=== key_color_plotter ===
### Signal wires by layer, key_color_plotter

Only two layers are drawn.
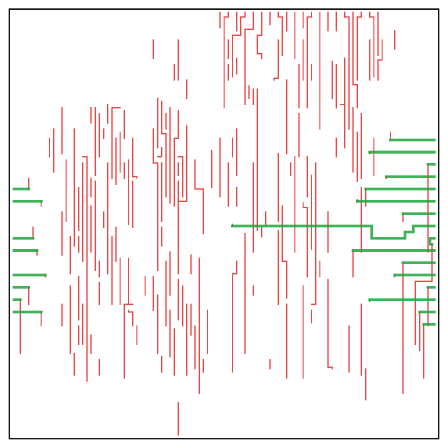

`src/rtl/key_color_plotter.sv`:
```
// rtl/key_color_plotter.sv - PS/2 key-selected colour plotter with vblank-synchronised colour commit
// Decodes set-2 make/break/extended sequences; the colour change lands only at the start of vertical blanking.
module key_color_plotter #(
  parameter int          H_ACTIVE   = 640,
  parameter int          V_ACTIVE   = 480,
  parameter int          CNT_W      = 10,
  parameter int          COLOR_BITS = 4,
  parameter logic [7:0]  KEY_R      = 8'h2D,
  parameter logic [7:0]  KEY_G      = 8'h34,
  parameter logic [7:0]  KEY_B      = 8'h32
) (
  input  logic                  clk,
  input  logic                  rst_n,
  input  logic [CNT_W-1:0]      rows,
  input  logic [CNT_W-1:0]      columns,
  input  logic [7:0]            code,
  input  logic                  code_valid,
  output logic [COLOR_BITS-1:0] data_red,
  output logic [COLOR_BITS-1:0] data_green,
  output logic [COLOR_BITS-1:0] data_blue,
  output logic [1:0]            active_key
);

  typedef enum logic [1:0] {IDLE, BRK, EXT, EXT_BRK} state_t;

  localparam logic [CNT_W-1:0]      H_LIM = CNT_W'(H_ACTIVE);
  localparam logic [CNT_W-1:0]      V_LIM = CNT_W'(V_ACTIVE);
  localparam logic [COLOR_BITS-1:0] ONES  = {COLOR_BITS{1'b1}};

  state_t     state, state_next;
  logic [1:0] pending, pending_next;
  logic [1:0] committed;
  logic       vblank_start;
  logic       blank;
  logic       release_match;

  assign vblank_start = (rows == V_LIM) && (columns == '0);
  assign blank        = (rows >= V_LIM) || (columns >= H_LIM);
  assign active_key   = committed;

  // A break only clears the selection when it releases the key that set it.
  assign release_match = ((pending == 2'd1) && (code == KEY_R)) ||
                         ((pending == 2'd2) && (code == KEY_G)) ||
                         ((pending == 2'd3) && (code == KEY_B));

  always_comb begin
    state_next   = state;
    pending_next = pending;
    if (code_valid) begin
      case (state)
        IDLE: begin
          if (code == 8'hF0)      state_next   = BRK;
          else if (code == 8'hE0) state_next   = EXT;
          else if (code == KEY_R) pending_next = 2'd1;
          else if (code == KEY_G) pending_next = 2'd2;
          else if (code == KEY_B) pending_next = 2'd3;
        end
        BRK: begin
          if (release_match) pending_next = 2'd0;
          state_next = IDLE;
        end
        EXT:     state_next = (code == 8'hF0) ? EXT_BRK : IDLE;
        EXT_BRK: state_next = IDLE;
        default: state_next = IDLE;
      endcase
    end
  end

  always_ff @(posedge clk or negedge rst_n) begin
    if (!rst_n) begin
      state     <= IDLE;
      pending   <= 2'd0;
      committed <= 2'd0;
    end else begin
      state   <= state_next;
      pending <= pending_next;
      // Old pending value commits when a write coincides with the commit cycle.
      if (vblank_start) committed <= pending;
    end
  end

  always_ff @(posedge clk or negedge rst_n) begin
    if (!rst_n) begin
      data_red   <= '0;
      data_green <= '0;
      data_blue  <= '0;
    end else if (blank) begin
      data_red   <= '0;
      data_green <= '0;
      data_blue  <= '0;
    end else begin
      case (committed)
        2'd1: begin
          data_red   <= ONES;
          data_green <= '0;
          data_blue  <= '0;
        end
        2'd2: begin
          data_red   <= '0;
          data_green <= ONES;
          data_blue  <= '0;
        end
        2'd3: begin
          data_red   <= '0;
          data_green <= '0;
          data_blue  <= ONES;
        end
        default: begin
          data_red   <= ONES;
          data_green <= ONES;
          data_blue  <= ONES;
        end
      endcase
    end
  end

endmodule

```
`config.mk`:
```
export PLATFORM = sky130hd
export DESIGN_NAME = key_color_plotter
export DESIGN_NICKNAME = d
export VERILOG_FILES = /design/src/rtl/key_color_plotter.sv
export SDC_FILE = /design/constraint.sdc
export NUM_CORES = 1
export LEC_CHECK = 0
export ABC_AREA = 1
export CAP_MARGIN = 20
export CORE_UTILIZATION = 37
export DETAILED_ROUTE_END_ITERATION = 16
export HOLD_SLACK_MARGIN = 0.02
export PLACE_DENSITY = 0.79
export SYNTH_ARGS = -nofsm -noshare
export SYNTH_HDL_FRONTEND = slang
export SYNTH_SLANG_ARGS = --single-unit
```
`constraint.sdc`:
```
create_clock -name clk -period 1.6 [get_ports clk]
set_input_delay 0.32 -clock clk [delete_from_list [all_inputs] [get_ports clk]]
set_output_delay 0.32 -clock clk [all_outputs]
set_load 0.02 [all_outputs]
```
=== trig_chk_array ===
===== config.mk =====
export PLATFORM = sky130hd
export DESIGN_NAME = trig_chk_array
export DESIGN_NICKNAME = d
export VERILOG_FILES = /design/src/rtl/trig_chk_array.sv
export SDC_FILE = /design/constraint.sdc
export NUM_CORES = 1
export LEC_CHECK = 0
export CORE_ASPECT_RATIO = 1.2
export CORE_MARGIN = 5
export CORE_UTILIZATION = 50
export DETAILED_ROUTE_END_ITERATION = 7
export GPL_ROUTABILITY_DRIVEN = 0
export PLACE_DENSITY = 0.76
export SLEW_MARGIN = 15
export SYNTH_ARGS = -nofsm -noshare
export SYNTH_HDL_FRONTEND = slang
export SYNTH_SLANG_ARGS = --single-unit

===== constraint.sdc =====
create_clock -name clk1 -period 3.8 [get_ports clk1]
set_clock_uncertainty 0.15 [all_clocks]
set_input_delay 1.14 -clock clk1 [delete_from_list [all_inputs] [get_ports clk1]]
set_output_delay 1.14 -clock clk1 [all_outputs]
set_load 0.005 [all_outputs]

===== src/rtl/trig_chk_array.sv =====
// Multi-channel trigger-property checker: start ##0 end[->1] |=> form,
// with check delay, per-channel timeout, disable and saturating fail counts.
module trig_chk_array #(
  parameter int NCH   = 4,
  parameter int DELAY = 1,
  parameter int TMO_W = 8,
  parameter int ERR_W = 8
) (
  input  logic               clk1,
  input  logic               rst,
  input  logic               dis,
  input  logic               clr,
  input  logic [NCH-1:0]     start,
  input  logic [NCH-1:0]     end_evt,
  input  logic [NCH-1:0]     form,
  input  logic [TMO_W-1:0]   tmo_limit,
  output logic [NCH-1:0]     busy,
  output logic [NCH-1:0]     pass_p,
  output logic [NCH-1:0]     fail_p,
  output logic [NCH-1:0]     tmo_p,
  output logic [NCH*ERR_W-1:0] fail_cnt,
  output logic               any_fail
);

  localparam int DW = $clog2(DELAY + 1);
  localparam logic [DW-1:0]    DLY0 = DW'(DELAY - 1);
  localparam logic [TMO_W-1:0] WMAX = '1;
  localparam logic [ERR_W-1:0] EMAX = '1;

  typedef enum logic [1:0] {IDLE, WAIT, CHK} st_t;

  logic [NCH-1:0] stk_d;

  for (genvar i = 0; i < NCH; i++) begin : g_ch
    st_t              st, st_n;
    logic [TMO_W-1:0] wcnt, wcnt_n, winc;
    logic [DW-1:0]    dly, dly_n;
    logic [ERR_W-1:0] cnt, cnt_n;
    logic             stk;
    logic             pass_n, fail_n, tmo_n;
    logic             busy_q, pass_q, fail_q, tmo_q;

    assign winc = wcnt + 1'b1;

    always_comb begin
      st_n   = st;
      wcnt_n = wcnt;
      dly_n  = dly;
      pass_n = 1'b0;
      fail_n = 1'b0;
      tmo_n  = 1'b0;
      if (dis) begin
        st_n = IDLE;
      end else begin
        unique case (st)
          IDLE: begin
            if (start[i]) begin
              if (end_evt[i]) begin
                st_n  = CHK;
                dly_n = DLY0;
              end else begin
                st_n   = WAIT;
                wcnt_n = '0;
              end
            end
          end
          WAIT: begin
            if (end_evt[i]) begin
              st_n  = CHK;
              dly_n = DLY0;
            end else if (tmo_limit != '0 && winc == tmo_limit) begin
              tmo_n = 1'b1;
              st_n  = IDLE;
            end else if (wcnt != WMAX) begin
              wcnt_n = winc;
            end
          end
          CHK: begin
            if (dly != '0) begin
              dly_n = dly - 1'b1;
            end else begin
              pass_n = form[i];
              fail_n = !form[i];
              st_n   = IDLE;
              // same-cycle start re-arms without a bubble
              if (start[i]) begin
                if (end_evt[i]) begin
                  st_n  = CHK;
                  dly_n = DLY0;
                end else begin
                  st_n   = WAIT;
                  wcnt_n = '0;
                end
              end
            end
          end
          default: st_n = IDLE;
        endcase
      end
    end

    always_comb begin
      cnt_n = cnt;
      if (clr)
        cnt_n = '0;
      else if (fail_n && cnt != EMAX)
        cnt_n = cnt + 1'b1;
    end

    assign stk_d[i] = clr ? 1'b0 : (stk | fail_n | tmo_n);

    always_ff @(posedge clk1 or posedge rst) begin
      if (rst) begin
        st     <= IDLE;
        wcnt   <= '0;
        dly    <= '0;
        cnt    <= '0;
        stk    <= 1'b0;
        busy_q <= 1'b0;
        pass_q <= 1'b0;
        fail_q <= 1'b0;
        tmo_q  <= 1'b0;
      end else begin
        st     <= st_n;
        wcnt   <= wcnt_n;
        dly    <= dly_n;
        cnt    <= cnt_n;
        stk    <= stk_d[i];
        busy_q <= (st_n != IDLE);
        pass_q <= pass_n;
        fail_q <= fail_n;
        tmo_q  <= tmo_n;
      end
    end

    assign busy[i]   = busy_q;
    assign pass_p[i] = pass_q;
    assign fail_p[i] = fail_q;
    assign tmo_p[i]  = tmo_q;
    assign fail_cnt[i*ERR_W +: ERR_W] = cnt;
  end

  always_ff @(posedge clk1 or posedge rst) begin
    if (rst)
      any_fail <= 1'b0;
    else
      any_fail <= |stk_d;
  end

endmodule

=== datapath_banked ===
### src/rtl/datapath_banked.sv
// Banked accumulator datapath: one accumulator, one carry flag and NBANKS x NREGS registers.
// Includes an internal op decoder and ALU, a two-beat pair load (FIM) and branch evaluation.
module datapath_banked #(
  parameter int WIDTH  = 4,
  parameter int NREGS  = 16,
  parameter int NBANKS = 2
) (
  input  logic                                        clock,
  input  logic                                        reset_n,
  input  logic                                        halt,
  input  logic                                        op_valid,
  input  logic [3:0]                                  op,
  input  logic [$clog2(NREGS)-1:0]                    reg_sel,
  input  logic [WIDTH-1:0]                            imm,
  input  logic [WIDTH-1:0]                            data,
  input  logic [3:0]                                  cond,
  input  logic                                        test,
  output logic [WIDTH-1:0]                            acc,
  output logic                                        carry,
  output logic [WIDTH-1:0]                            regval,
  output logic [(NBANKS > 1 ? $clog2(NBANKS) : 1)-1:0] bank,
  output logic                                        busy,
  output logic                                        take_branch,
  output logic                                        reg_is_zero
);
  localparam int RW = $clog2(NREGS);
  localparam int BW = (NBANKS > 1) ? $clog2(NBANKS) : 1;

  localparam logic [3:0] OP_LD  = 4'd1,  OP_XCH = 4'd2,  OP_ADD = 4'd3,  OP_SUB = 4'd4;
  localparam logic [3:0] OP_INC = 4'd5,  OP_LDM = 4'd6,  OP_RDD = 4'd7,  OP_WRR = 4'd8;
  localparam logic [3:0] OP_CLB = 4'd9,  OP_CLC = 4'd10, OP_STC = 4'd11, OP_DAA = 4'd12;
  localparam logic [3:0] OP_FIM = 4'd13, OP_BNK = 4'd14, OP_ISZ = 4'd15;

  typedef enum logic {S_IDLE = 1'b0, S_BEAT2 = 1'b1} state_t;

  state_t           r_state, w_state_next;
  logic [WIDTH-1:0] r_regs [NBANKS][NREGS];
  logic [WIDTH-1:0] r_acc, w_acc_next;
  logic             r_carry, w_carry_next;
  logic [BW-1:0]    r_bank, w_bank_next;
  logic [BW-1:0]    r_fim_bank, w_fim_bank_next;
  logic [RW-1:0]    r_fim_addr, w_fim_addr_next;
  logic             r_test_s1, r_test_s2;

  logic             w_we;
  logic [BW-1:0]    w_wbank;
  logic [RW-1:0]    w_waddr;
  logic [WIDTH-1:0] w_wdata;
  logic [WIDTH-1:0] w_rd;
  logic [WIDTH:0]   w_add, w_sub, w_daa;
  logic [WIDTH-1:0] w_inc;

  assign w_rd  = r_regs[r_bank][reg_sel];
  assign w_add = {1'b0, r_acc} + {1'b0, w_rd} + {{WIDTH{1'b0}}, r_carry};
  // carry=1 means "no borrow", so it enters the subtract as the +1 of the two's complement
  assign w_sub = {1'b0, r_acc} + {1'b0, ~w_rd} + {{WIDTH{1'b0}}, r_carry};
  assign w_daa = {1'b0, r_acc} + (WIDTH + 1)'(6);
  assign w_inc = w_rd + WIDTH'(1);

  always_comb begin
    w_state_next    = r_state;
    w_acc_next      = r_acc;
    w_carry_next    = r_carry;
    w_bank_next     = r_bank;
    w_fim_bank_next = r_fim_bank;
    w_fim_addr_next = r_fim_addr;
    w_we            = 1'b0;
    w_wbank         = r_bank;
    w_waddr         = reg_sel;
    w_wdata         = data;
    case (r_state)
      S_IDLE: begin
        if (op_valid) begin
          case (op)
            OP_LD:  w_acc_next = w_rd;
            OP_XCH: begin w_acc_next = w_rd; w_we = 1'b1; w_wdata = r_acc; end
            OP_ADD: {w_carry_next, w_acc_next} = w_add;
            OP_SUB: {w_carry_next, w_acc_next} = w_sub;
            OP_INC, OP_ISZ: begin w_we = 1'b1; w_wdata = w_inc; end
            OP_LDM: w_acc_next = imm;
            OP_RDD: w_acc_next = data;
            OP_WRR: w_we = 1'b1;
            OP_CLB: begin w_acc_next = '0; w_carry_next = 1'b0; end
            OP_CLC: w_carry_next = 1'b0;
            OP_STC: w_carry_next = 1'b1;
            OP_DAA: begin
              if (WIDTH == 4 && (r_acc > WIDTH'(9) || r_carry)) begin
                w_acc_next   = w_daa[WIDTH-1:0];
                w_carry_next = r_carry | w_daa[WIDTH];
              end
            end
            OP_FIM: begin
              w_we            = 1'b1;
              w_waddr         = reg_sel & ~RW'(1);
              w_fim_addr_next = reg_sel | RW'(1);
              w_fim_bank_next = r_bank;
              w_state_next    = S_BEAT2;
            end
            OP_BNK: if (NBANKS > 1) w_bank_next = r_acc[BW-1:0];
            default: ;
          endcase
        end
      end
      S_BEAT2: begin
        w_we         = 1'b1;
        w_wbank      = r_fim_bank;
        w_waddr      = r_fim_addr;
        w_state_next = S_IDLE;
      end
      default: w_state_next = S_IDLE;
    endcase
  end

  always_ff @(posedge clock) begin
    if (!reset_n) r_state <= S_IDLE;
    else if (!halt) r_state <= w_state_next;
  end

  always_ff @(posedge clock) begin
    if (!reset_n) begin
      r_acc      <= '0;
      r_carry    <= 1'b1;
      r_bank     <= '0;
      r_fim_bank <= '0;
      r_fim_addr <= '0;
      r_test_s1  <= 1'b0;
      r_test_s2  <= 1'b0;
    end else if (!halt) begin
      r_acc      <= w_acc_next;
      r_carry    <= w_carry_next;
      r_bank     <= w_bank_next;
      r_fim_bank <= w_fim_bank_next;
      r_fim_addr <= w_fim_addr_next;
      r_test_s1  <= test;
      r_test_s2  <= r_test_s1;
    end
  end

  genvar gi, gj;
  generate
    for (gi = 0; gi < NBANKS; gi++) begin : g_bank
      for (gj = 0; gj < NREGS; gj++) begin : g_reg
        always_ff @(posedge clock) begin
          if (!reset_n) r_regs[gi][gj] <= '0;
          else if (!halt && w_we && w_wbank == BW'(gi) && w_waddr == RW'(gj))
            r_regs[gi][gj] <= w_wdata;
        end
      end
    end
  endgenerate

  assign acc         = r_acc;
  assign carry       = r_carry;
  assign bank        = r_bank;
  assign busy        = (r_state == S_BEAT2);
  assign regval      = w_rd;
  assign reg_is_zero = (w_rd == '0);
  assign take_branch = cond[3] ^ ((cond[0] & r_test_s2) | (cond[1] & r_carry) |
                                  (cond[2] & (r_acc == '0)));
endmodule
### config.mk
export PLATFORM = sky130hd
export DESIGN_NAME = datapath_banked
export DESIGN_NICKNAME = d
export VERILOG_FILES = /design/src/rtl/datapath_banked.sv
export SDC_FILE = /design/constraint.sdc
export NUM_CORES = 1
export LEC_CHECK = 0
export ABC_AREA = 1
export CAP_MARGIN = 20
export CORE_MARGIN = 2
export CORE_UTILIZATION = 40
export DETAILED_ROUTE_END_ITERATION = 6
export PLACE_DENSITY = 0.58
export SKIP_LAST_GASP = 1
export SLEW_MARGIN = 20
export SYNTH_ARGS = -nofsm -noshare
export SYNTH_HDL_FRONTEND = slang
export SYNTH_SLANG_ARGS = --single-unit
### constraint.sdc
create_clock -name clock -period 3.8 [get_ports clock]
set_input_delay 0.95 -clock clock [delete_from_list [all_inputs] [get_ports clock]]
set_output_delay 0.95 -clock clock [all_outputs]
set_load 0.01 [all_outputs]

==> gallery <==
Cell outlines without signal wires.
Plate I
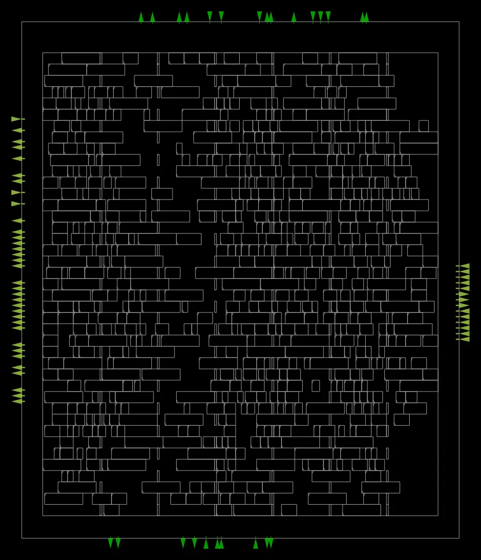
Plate II
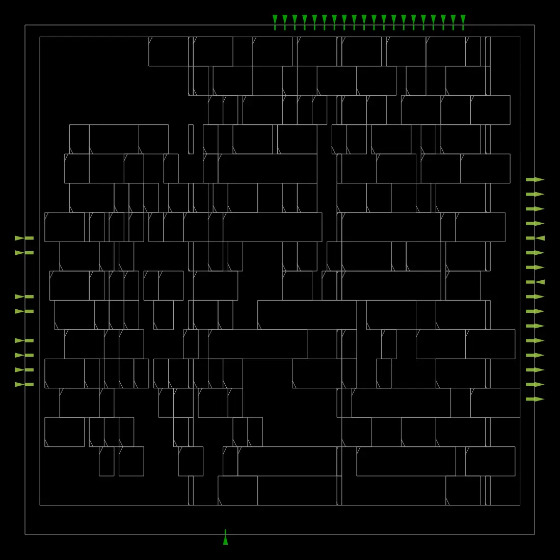
Plate III
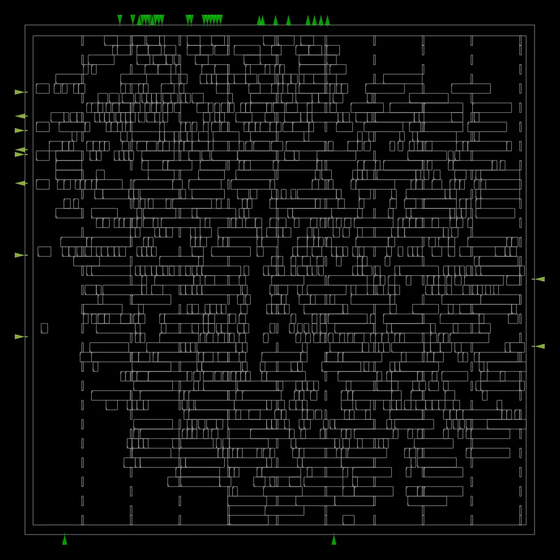
Of these, lowest utilization: Plate III
Of these, most cells: Plate III
For trig_chk_array, see Plate I.
For key_color_plotter, see Plate II.
For datapath_banked, see Plate III.

### M2 wires, key_color_plotter

Bar = 10 microns.
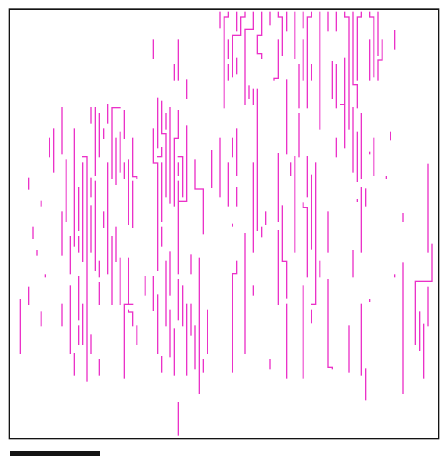
share of all routed wire: 54%
wire length on this layer: 945 microns
main direction: vertical
longest straight run: 24.8 microns
nets with wire on the layer: 157
final WL: 1770 microns
met2 Track Usage GR: 32.1%
via count: 814

Notes on 'Signal wires by layer' of key_color_plotter above:
| layer | colour | wire length |
|---|---|---|
| M2 | red | 945 microns |
| M3 | green | 110 microns |

==> results.toml, key_color_plotter <==
# synthesis and place-and-route metrics
[final_timing]
worst_slack_ns = 0.201
fin_skew_ns = 0.00418
hold_ws_ns = 0.357

[yosys]
ys_top_cells_by_count = "nand2_1, nor2_1, inv_1"
synth_cells = 115
synth.cell_area_sq_um = 761
flop_cell = "dfrtp_1"

[die]
core_region_area_sq_um = 1940
ioPinCount = 45

[clocking]
cts_tree = "yes"

[outcome]
status = "finished clean"

[final_layout]
syn_to_final_growth_pct = 59.5
nFlopsAndLatches = 9

[run]
cap_viol_max_count = 0

[grt]
overflow = 0

[placed_design]
post-place-cells = 177
dpl.hpwl_microns = 1530
-- key_color_plotter: flip-flops by register name (all words and copies together), names as in the netlist --
register    count
data_red        1
data_blue       1
active_key      2
pending         2
data_green      1
state           2
-- key_color_plotter: worst reg2reg max path, delay by kind of cell (launching register included) --
family / cells / cell delay, ns
fa+ha+maj: 1 / 0.21
flops: 1 / 0.42
simple gates: 2 / 0.49
-- key_color_plotter: report_power, final --
| part | total, uW | leakage [uW] | switching, uW | internal, uW |
|---|---|---|---|---|
| Combinational | 381 | 0.000548 | 196 | 185 |
| Clock | 168 | 0.0000150 | 72.7 | 95.7 |
| Sequential | 325 | 0.000115 | 51.5 | 273 |
| Total | 874 | 0.000678 | 320 | 554 |
-- key_color_plotter: logic make-up (layout without fill, tap and decap cells) --
| group | Yosys count | in the layout |
|---|---|---|
| buffers and inverters | 25 | 64 |
| AND/OR/NAND/NOR | 73 | 73 |
| flip-flops | 9 | 9 |
| adder cells (fa/ha/maj) | 3 | 3 |
| AND-OR/OR-AND | 5 | 5 |
-- key_color_plotter: per-layer routing --
metal | track usage, % | part of all wire [%]
met5 | 0 | 0
met4 | 5.71 | 0
met3 | 5.77 | 6.2
met2 | 32.1 | 54
met1 | 18.6 | 40
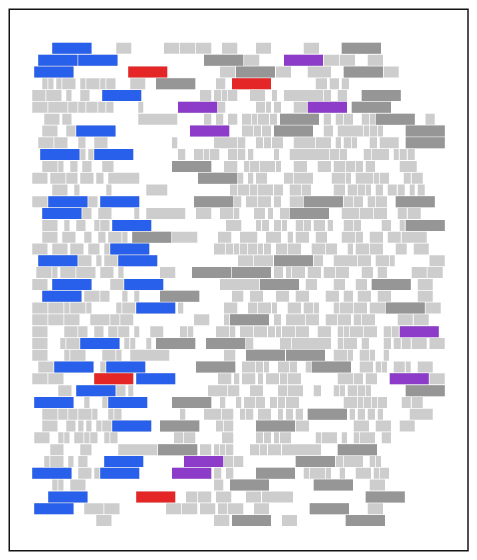
*Sequential cells coloured by netlist name, trig_chk_array*
| signal | colour | placed flops |
|---|---|---|
| g_ch.st | purple | 8 |
| g_ch.fail_q | red | 4 |
| g_ch.cnt | blue | 32 |
not coloured: 49

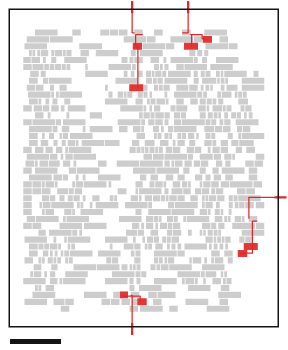
*Wires at chosen ports, followed through buffers, trig_chk_array*
Bar = 20 microns.
| port | colour | direction | edge | end cells | buffers | wire |
|---|---|---|---|---|---|---|
| form | red | input | 2 top, 1 bottom, 1 right | 8 | 4 | 118 microns |

==> results.toml, trig_chk_array <==
# synthesis and place-and-route metrics
[worst_setup_path]
cp-end-kind = "register"
cp-startpoint = "tmo_limit[5]"
crit_buf_inv = 1
worstSetupPathType = "in -> reg"
r2r-end = "any_fail$_DFF_PP0_"

[outcome]
status = "finished clean"

[final_timing]
setup_violations = 0
hold_ws_ns = 0.352

[placed_design]
dpl.hpwl_microns = 9210

[yosys]
top_area_share_pct = 42.7
async_reset_ff_share_pct = 100
yosys_cells = 585
synth.ff_latch_count = 93

[final_layout]
clk_share_pct = 4.28

[routing]
routedWlPerCell_microns = 16.2
drtIter0Drc = 172

[clocking]
clk_latency_ns = 0.34
postCtsSetupBuffers = 0

[grt]
grt_use_met1_pct = 25.6

[run]
cap_viol_max_count = 0
## trig_chk_array: power groups by stage
stage               registers (uW)  logic (uW)  clock network, uW
floorplan                     1070         188                  0
global placement              1080         266                  0
detailed placement            1090         273                  0
CTS                           1070         275                874
global route                  1070         304                914
finish                        1070         272                845
## trig_chk_array: flip-flops by register name, summed over array words and instances (netlist names)
name and count:
any_fail 1, g_ch.busy_q 4, g_ch.cnt 32, g_ch.fail_q 4, g_ch.pass_q 4, g_ch.st 8
g_ch.stk 4, g_ch.tmo_q 4, g_ch.wcnt 32
## trig_chk_array: routing by layer
| layer | wire length [microns] | share of wire [%] | vias to the layer above |
|---|---|---|---|
| li1 | - | - | 2167 |
| met1 | 5510 | 44 | 2171 |
| met2 | 6220 | 49 | 119 |
| met3 | 636 | 5.0 | 17 |
| met4 | 252 | 2.0 | 0 |
| met5 | 0 | 0 | - |
## trig_chk_array: metrics by stage
step	std cells	area [sq um]	total power [uW]	worst slack (ns)
after detailed placement	763	6270	1360	0.0510
after global routing	779	6550	2290	0.205
final	779	6550	2180	0.393
after global placement	763	6270	1350	0.0524
after floorplan	585	5460	1260	0.0897
after CTS	779	6550	2220	0.401
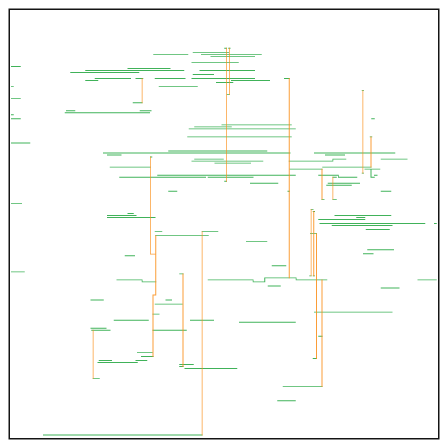
*Signal wires by layer, datapath_banked*
Only two layers are drawn.
| layer | colour | wire length |
|---|---|---|
| M4 | orange | 507 microns |
| M3 | green | 1320 microns |
via count: 6604
final WL: 21900 microns
Avg WL per Cell: 17.4 microns
Total GRT Usage: 21.9%

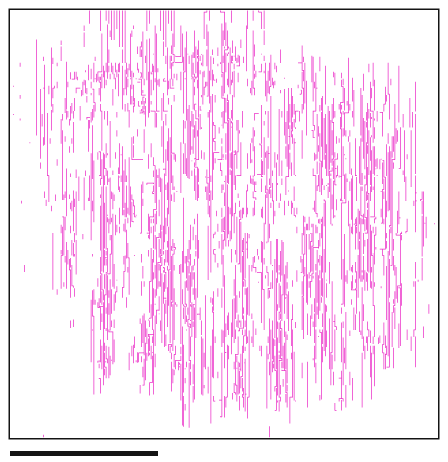
*M2 wires, datapath_banked*
Bar = 50 microns.
nets with wire on the layer: 776
longest straight run: 44.7 microns
share of all routed wire: 46%
wire length on this layer: 10000 microns
met2 Track Usage GR: 33.4%

==> results.toml, datapath_banked <==
# synthesis and place-and-route metrics
[final_timing]
period_used_pct = 95.2
setup_violations = 0

[final_layout]
final_common_cell = "nand2_1"
antenna_cells = 0
final_area_sq_um = 9440

[routing]
drtIter0Drc = 582

[die]
core_region_area_sq_um = 19400

[outcome]
status = "finished clean"

[worst_setup_path]
cp_max_fo = 25
setup.worst_path.end = "reg_is_zero"

[clocking]
cts_tree = "yes"
hold_buffers = 0

[pwr]
seqPwrFrac_pct = 43.7
p_int_uw = 3050

[yosys]
yosys-mux-area-fraction_pct = 0
aoi_share_pct = 7.64

[placed_design]
pre_cts_slack_ns = -0.400

[grt]
overflow = 0
## datapath_banked: state kept, by name (all words and copies together) (netlist names), named ones only
name and cells:
busy 1, r_test_s1 1, r_fim_addr 4, acc 4
r_fim_bank 1, r_regs 128, bank 1, carry 1
r_test_s2 1
## datapath_banked: cells in the mapped netlist (all sizes together)
library cell	number
o22ai	2
buf	38
ha	10
a22oi	2
o311ai	1
o21ai	23
nand3	143
inv	47
clkbuf	16
xnor2	2
a32oi	1
xor2	4
nor3b	1
a31oi	2
o31ai	1
a21oi	43
nand2	294
nor3	2
o221ai	2
fa	4
nor4	1
nor2	141
a41oi	1
or2	1
edfxtp	128
a21boi	1
dfxtp	15
a221oi	5
o22a	1
## datapath_banked: power groups by stage
stage	clock [uW]	sequential [uW]	combinational [uW]
after floorplan	0	1810	295
after detailed placement	0	1820	517
final	1770	1790	530
after global placement	0	1820	520
after global routing	1840	1790	579
after CTS	1790	1790	525
## datapath_banked: layer usage
layer	GRT usage, %	share of wire (%)	wire length (microns)	vias up
li1	-	-	-	3226
met1	30.6	46	10100	3110
met2	33.4	46	10000	228
met3	4.21	6.0	1320	40
met4	8.74	2.3	506	0
met5	0	0	0	-

Power and IR drop assume default switching activity.
